######## int_ctrl ########
Figure 1. Met3 routing (int_ctrl).
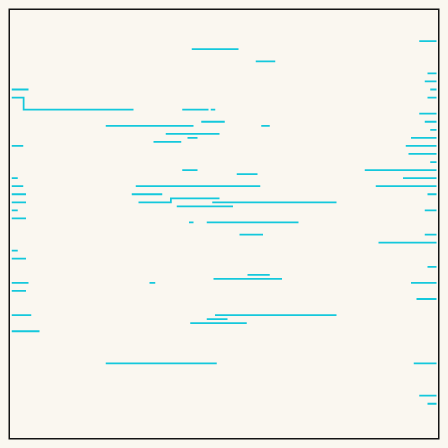

`src/rtl/int_ctrl.sv`:
```
// Interrupt controller: edge-detects sources into pending bits, arbitrates by fixed
// priority (lowest index wins) and runs one req/ack/complete cycle at a time.
module int_ctrl #(
  parameter int NUM_SRC = 8,
  parameter int ID_W    = 4
) (
  input  logic               clk,
  input  logic               rst_n,
  input  logic               we_i,
  input  logic [31:0]        addr_i,
  input  logic [31:0]        wdata_i,
  output logic [31:0]        rdata_o,
  input  logic [NUM_SRC-1:0] src_i,
  output logic               int_req_o,
  output logic [ID_W-1:0]    int_id_o,
  input  logic               int_ack_i
);

  typedef enum logic [1:0] {
    IDLE    = 2'd0,
    REQ     = 2'd1,
    SERVICE = 2'd2
  } state_e;

  state_e             state_q, state_d;
  logic [NUM_SRC-1:0] src_q, src_d;
  logic [NUM_SRC-1:0] enable_q, enable_d;
  logic [NUM_SRC-1:0] pending_q, pending_d;
  logic               int_req_q, int_req_d;
  logic [ID_W-1:0]    int_id_q, int_id_d;

  logic [NUM_SRC-1:0] rise;
  logic [NUM_SRC-1:0] active;
  logic [NUM_SRC-1:0] id_onehot;
  logic [ID_W-1:0]    win_id;
  logic               wr_enable, wr_pending, wr_complete;
  logic               sel_en, sel_pend;
  logic               in_service;
  logic               unused_ok;

  assign unused_ok = ^{addr_i[31:4], wdata_i[31:NUM_SRC]};

  assign int_req_o  = int_req_q;
  assign int_id_o   = int_id_q;
  assign in_service = (state_q == SERVICE);

  always_comb begin
    rise        = src_i & ~src_q;
    active      = pending_q & enable_q;
    wr_enable   = we_i && (addr_i[3:0] == 4'h0);
    wr_pending  = we_i && (addr_i[3:0] == 4'h4);
    wr_complete = we_i && (addr_i[3:0] == 4'h8);

    id_onehot = '0;
    for (int i = 0; i < NUM_SRC; i++) begin
      if (int_id_q == ID_W'(i)) id_onehot[i] = 1'b1;
    end
    sel_en   = |(enable_q & id_onehot);
    sel_pend = |(pending_q & id_onehot);

    // Scan from the top so the lowest set index is the one left standing.
    win_id = '0;
    for (int i = NUM_SRC - 1; i >= 0; i--) begin
      if (active[i]) win_id = ID_W'(i);
    end
  end

  always_comb begin
    state_d   = state_q;
    src_d     = src_i;
    enable_d  = enable_q;
    pending_d = pending_q;
    int_req_d = int_req_q;
    int_id_d  = int_id_q;

    if (wr_enable)  enable_d  = wdata_i[NUM_SRC-1:0];
    if (wr_pending) pending_d = pending_d & ~wdata_i[NUM_SRC-1:0];

    case (state_q)
      IDLE: begin
        if (|active) begin
          state_d   = REQ;
          int_req_d = 1'b1;
          int_id_d  = win_id;
        end
      end
      REQ: begin
        if (int_ack_i) begin
          state_d   = SERVICE;
          int_req_d = 1'b0;
          pending_d = pending_d & ~id_onehot;
        end else if (!sel_en || !sel_pend) begin
          state_d   = IDLE;
          int_req_d = 1'b0;
        end
      end
      SERVICE: begin
        if (wr_complete && (wdata_i[ID_W-1:0] == int_id_q)) state_d = IDLE;
      end
      default: begin
        state_d   = IDLE;
        int_req_d = 1'b0;
      end
    endcase

    // A fresh edge outranks any clear landing in the same cycle.
    pending_d = pending_d | rise;
  end

  always_ff @(posedge clk) begin
    if (!rst_n) begin
      state_q   <= IDLE;
      src_q     <= '0;
      enable_q  <= '0;
      pending_q <= '0;
      int_req_q <= 1'b0;
      int_id_q  <= '0;
    end else begin
      state_q   <= state_d;
      src_q     <= src_d;
      enable_q  <= enable_d;
      pending_q <= pending_d;
      int_req_q <= int_req_d;
      int_id_q  <= int_id_d;
    end
  end

  always_comb begin
    rdata_o = '0;
    case (addr_i[3:0])
      4'h0: rdata_o = 32'(enable_q);
      4'h4: rdata_o = 32'(pending_q);
      4'h8: begin
        rdata_o     = 32'(int_id_q);
        rdata_o[31] = in_service;
      end
      default: rdata_o = '0;
    endcase
  end

endmodule

```
`config.mk`:
```
export PLATFORM = sky130hd
export DESIGN_NAME = int_ctrl
export DESIGN_NICKNAME = d
export VERILOG_FILES = /design/src/rtl/int_ctrl.sv
export SDC_FILE = /design/constraint.sdc
export NUM_CORES = 1
export LEC_CHECK = 0
export CAP_MARGIN = 15
export CORE_UTILIZATION = 37
export CTS_CLUSTER_DIAMETER = 40
export CTS_CLUSTER_SIZE = 14
export DETAILED_ROUTE_END_ITERATION = 7
export PLACE_DENSITY = 0.82
export RECOVER_POWER = 100
export SYNTH_ARGS = -nofsm -noshare
export SYNTH_HDL_FRONTEND = slang
export SYNTH_SLANG_ARGS = --single-unit
```
`constraint.sdc`:
```
create_clock -name clk -period 2 [get_ports clk]
set_clock_uncertainty 0.2 [all_clocks]
set_input_delay 0.4 -clock clk [delete_from_list [all_inputs] [get_ports clk]]
set_output_delay 0.4 -clock clk [all_outputs]
set_load 0.005 [all_outputs]
```
######## pid_param_loader ########
### src/rtl/pid_param_loader.sv
// pid_param_loader: snapshots one shared setpoint/P/I/D set and loads it into masked per-channel shadow banks, one channel per cycle
// Ports: clk_in/reset_in (sync, active-high); module_update_in load request; update_en_in channel mask;
//   setpoint_in/p_coef_in/i_coef_in/d_coef_in shared set; *_out banks (channel k at [k*W +: W]);
//   param_valid_out per-channel load pulse; busy_out scan active; overrun_out sticky request-while-busy;
//   clamp_out sticky coefficient saturation flag.
// Macro PID_PARAM_CLAMP_EN: saturate coefficients to +/-COEF_LIM at the snapshot; otherwise pass through and clamp_out stays 0.
module pid_param_loader #(
  parameter int N_CHAN   = 8,
  parameter int W_SP     = 16,
  parameter int W_COEF   = 16,
  parameter int COEF_LIM = 8191
) (
  input  logic                     clk_in,
  input  logic                     reset_in,
  input  logic                     module_update_in,
  input  logic [N_CHAN-1:0]        update_en_in,
  input  logic [W_SP-1:0]          setpoint_in,
  input  logic [W_COEF-1:0]        p_coef_in,
  input  logic [W_COEF-1:0]        i_coef_in,
  input  logic [W_COEF-1:0]        d_coef_in,
  output logic [N_CHAN*W_SP-1:0]   setpoint_out,
  output logic [N_CHAN*W_COEF-1:0] p_coef_out,
  output logic [N_CHAN*W_COEF-1:0] i_coef_out,
  output logic [N_CHAN*W_COEF-1:0] d_coef_out,
  output logic [N_CHAN-1:0]        param_valid_out,
  output logic                     busy_out,
  output logic                     overrun_out,
  output logic                     clamp_out
);
  localparam int CW = N_CHAN > 1 ? $clog2(N_CHAN) : 1;
  typedef enum logic {IDLE, SCAN} state_t;
  state_t              r_state;
  logic [CW-1:0]       r_ch;
  logic [N_CHAN-1:0]   r_mask;
  logic [W_SP-1:0]     r_stg_sp;
  logic [W_COEF-1:0]   r_stg_p, r_stg_i, r_stg_d;
  logic [W_SP-1:0]     r_sp [N_CHAN];
  logic [W_COEF-1:0]   r_p  [N_CHAN];
  logic [W_COEF-1:0]   r_i  [N_CHAN];
  logic [W_COEF-1:0]   r_d  [N_CHAN];
  logic [N_CHAN-1:0]   r_valid;
  logic                r_busy, r_ovr, r_clamp;
  logic [W_COEF-1:0]   w_p, w_i, w_d;
  logic                w_clip;
`ifdef PID_PARAM_CLAMP_EN
  localparam logic signed [W_COEF-1:0] LIM = W_COEF'(COEF_LIM);
  function automatic logic [W_COEF-1:0] sat(input logic signed [W_COEF-1:0] v);
    return v > LIM ? LIM : (v < -LIM ? -LIM : v);
  endfunction
  assign w_p    = sat(p_coef_in);
  assign w_i    = sat(i_coef_in);
  assign w_d    = sat(d_coef_in);
  assign w_clip = (w_p != p_coef_in) | (w_i != i_coef_in) | (w_d != d_coef_in);
`else
  logic w_unused_lim;
  assign w_unused_lim = ^32'(COEF_LIM);
  assign w_p    = p_coef_in;
  assign w_i    = i_coef_in;
  assign w_d    = d_coef_in;
  assign w_clip = 1'b0;
`endif
  always_ff @(posedge clk_in) begin
    if (reset_in) begin
      r_state  <= IDLE;
      r_ch     <= '0;
      r_mask   <= '0;
      r_stg_sp <= '0;
      r_stg_p  <= '0;
      r_stg_i  <= '0;
      r_stg_d  <= '0;
      r_valid  <= '0;
      r_busy   <= 1'b0;
      r_ovr    <= 1'b0;
      r_clamp  <= 1'b0;
      for (int k = 0; k < N_CHAN; k++) begin
        r_sp[k] <= '0;
        r_p[k]  <= '0;
        r_i[k]  <= '0;
        r_d[k]  <= '0;
      end
    end else begin
      r_valid <= '0;
      if (r_state == IDLE) begin
        if (module_update_in) begin
          r_mask   <= update_en_in;
          r_stg_sp <= setpoint_in;
          r_stg_p  <= w_p;
          r_stg_i  <= w_i;
          r_stg_d  <= w_d;
          r_clamp  <= r_clamp | w_clip;
          r_ch     <= '0;
          r_busy   <= 1'b1;
          r_state  <= SCAN;
        end
      end else begin
        if (module_update_in) r_ovr <= 1'b1;
        if (r_mask[r_ch]) begin
          r_sp[r_ch]    <= r_stg_sp;
          r_p[r_ch]     <= r_stg_p;
          r_i[r_ch]     <= r_stg_i;
          r_d[r_ch]     <= r_stg_d;
          r_valid[r_ch] <= 1'b1;
        end
        if (r_ch == CW'(N_CHAN - 1)) begin
          r_busy  <= 1'b0;
          r_state <= IDLE;
        end
        r_ch <= r_ch + 1'b1;
      end
    end
  end
  for (genvar k = 0; k < N_CHAN; k++) begin : g_bank
    assign setpoint_out[k*W_SP +: W_SP] = r_sp[k];
    assign p_coef_out[k*W_COEF +: W_COEF] = r_p[k];
    assign i_coef_out[k*W_COEF +: W_COEF] = r_i[k];
    assign d_coef_out[k*W_COEF +: W_COEF] = r_d[k];
  end
  assign param_valid_out = r_valid;
  assign busy_out        = r_busy;
  assign overrun_out     = r_ovr;
  assign clamp_out       = r_clamp;
endmodule
### config.mk
export PLATFORM = sky130hd
export DESIGN_NAME = pid_param_loader
export DESIGN_NICKNAME = d
export VERILOG_FILES = /design/src/rtl/pid_param_loader.sv
export SDC_FILE = /design/constraint.sdc
export NUM_CORES = 1
export LEC_CHECK = 0
export ABC_AREA = 1
export CAP_MARGIN = 30
export CORE_AREA = 2 2 233 235
export DETAILED_ROUTE_END_ITERATION = 7
export DIE_AREA = 0 0 235 237
export PLACE_DENSITY_LB_ADDON = 0.1
export SLEW_MARGIN = 10
export SYNTH_ARGS = -nofsm -noshare
export SYNTH_HDL_FRONTEND = slang
export SYNTH_SLANG_ARGS = --single-unit
### constraint.sdc
create_clock -name clk_in -period 4.6 [get_ports clk_in]
set_input_delay 0.92 -clock clk_in [delete_from_list [all_inputs] [get_ports clk_in]]
set_output_delay 0.92 -clock clk_in [all_outputs]
set_load 0.03 [all_outputs]

==> notes/layouts.md <==
Pictures saved along the way, in no particular order.

Met2 routing.
image #1
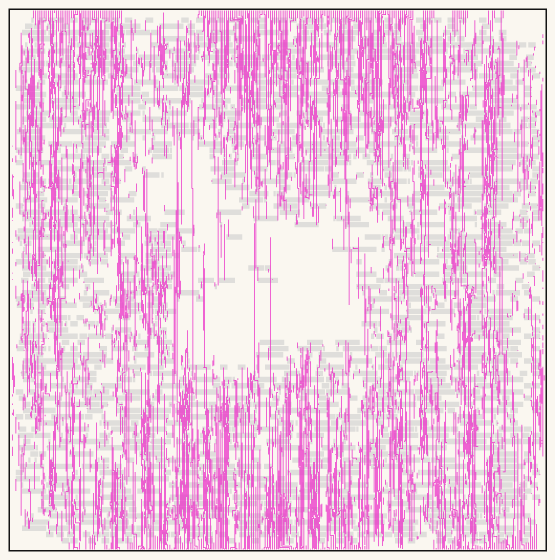
image #2
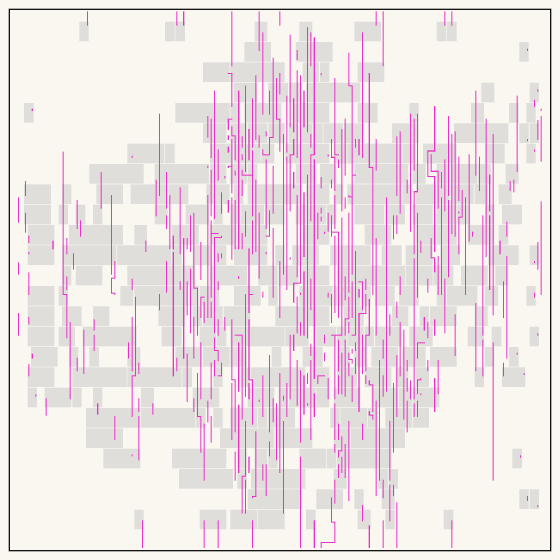
- int_ctrl = image #2
- pid_param_loader = image #1

Figure 2. Signal wires on met1 (pid_param_loader).
Scale bar: 50 um. Supply wires on this layer in gray.
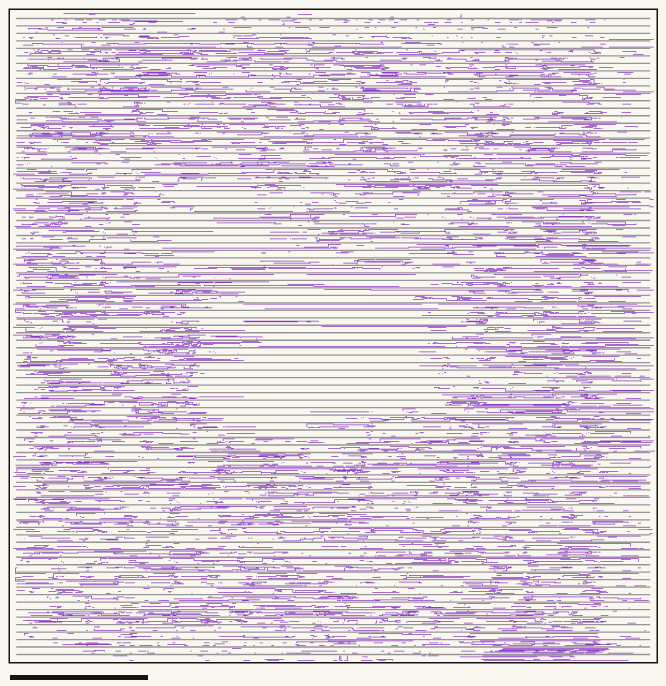
nets with wire on the layer	1,977
longest straight run	67.6 um
main direction	horizontal

==> results.sh, pid_param_loader <==
# implementation run metrics
export IMPL_max_stage_delay_ns=0.53
export IMPL_comb_cell_share_pct=10.68
export IMPL_crit_end="r_stg_d[9]$_SDFFE_PP0P_"
export IMPL_yosys_top_cells_area="edfxtp_1, nor2_1, dfxtp_1"
export IMPL_via_count=13870
export IMPL_area_delta_synth_final_pct=39.77
export IMPL_die_w_um=235
export IMPL_grt_use_total_pct=23.69
export IMPL_drive_gt1_share_pct=6.573
export IMPL_netlist_area_leader_share_pct=72.70
export IMPL_ys_sh_adder_pct=0.1183
export IMPL_top_power_group="sequential cells"
export IMPL_outcome="completed"
export IMPL_dr_pass1_iters=5
export IMPL_fin_skew_ns=0.02054
export IMPL_tritoncts="done"
export IMPL_drt_wl_total_mm=67.81
export IMPL_clock_path_buffers=3
export IMPL_critPathMaxFanout=91
export IMPL_start_kind="primary input"
export IMPL_synth_cell_types=26
export IMPL_seq_area_share_pct=57.84
export IMPL_path_clk_slew_ns=0.06
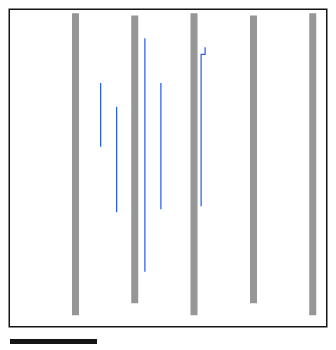
Figure 3: int_ctrl, metal 4.
Scale bar: 20 um. Supply wires on this layer in gray.
longest straight run	53.0 um
nets with wire on the layer	5

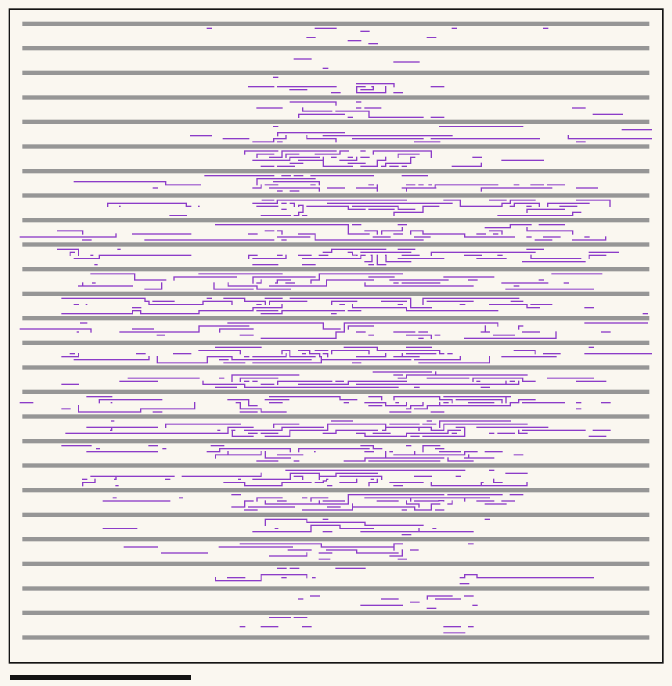
Figure 4: int_ctrl, signal wires on met1.
Scale bar: 20 um. Supply wires on this layer in gray.
nets with wire on the layer	262
share of all routed wire	44%
main direction	horizontal

## Picture notes: Figure 1
main direction	horizontal
wire length on this layer	343 um
nets with wire on the layer	58
share of all routed wire	7.2%
longest straight run	20.7 um
Routed Wire Length: 4.755 mm
met3 Use GR: 5.000%

==> results.sh, int_ctrl <==
# implementation run metrics
export IMPL_area_delta_synth_final_pct=33.93
export IMPL_layout_area_top_class="combinational gates"
export IMPL_fin_ws_ns=0.04163
export IMPL_fin_total_pwr_mw=1.455
export IMPL_cts_setup_buffers=8
export IMPL_top_layer="met4"
export IMPL_fp_util_pct=38.65
export IMPL_rr_worst_depth=6
export IMPL_pg_comb_uw=228
export IMPL_antenna_cells=0
export IMPL_comb_area_um2=1056
export IMPL_fp_coreArea_um2=4723
export IMPL_drt_iter0_drc=133
export IMPL_largestRegisters="enable_q: 8 flops, pending_q: 8 flops, src_q: 8 flops"
export IMPL_outcome="completed"
export IMPL_ir_drop_uv=401.5
export IMPL_path_delay_family="buffers and inverters"
export IMPL_ys_cells=223
export IMPL_clock_path_buffers=2
export IMPL_crit_start="int_id_o[2]$_SDFFE_PN0P_"
export IMPL_comb_cell_share_pct=43.19
export IMPL_clkLatencyLatePin_ns=0.29
export IMPL_timing_rr_start="pending_q[1]$_SDFF_PN0_"


==> notes/layouts.md <==
Pictures saved along the way, in no particular order.

Routing congestion map.
(a)
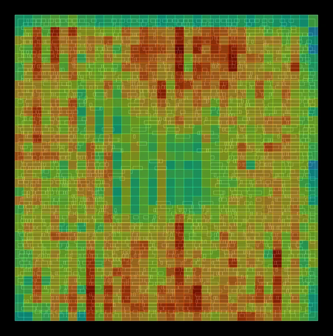
(b)
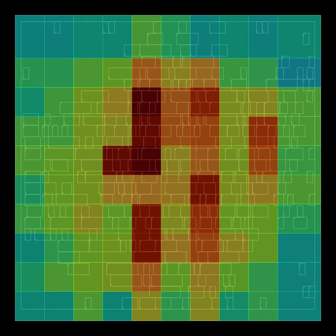
int_ctrl is (b).
pid_param_loader is (a).
Of these, highest track usage: (a)
Of these, most wire per cell: (a)

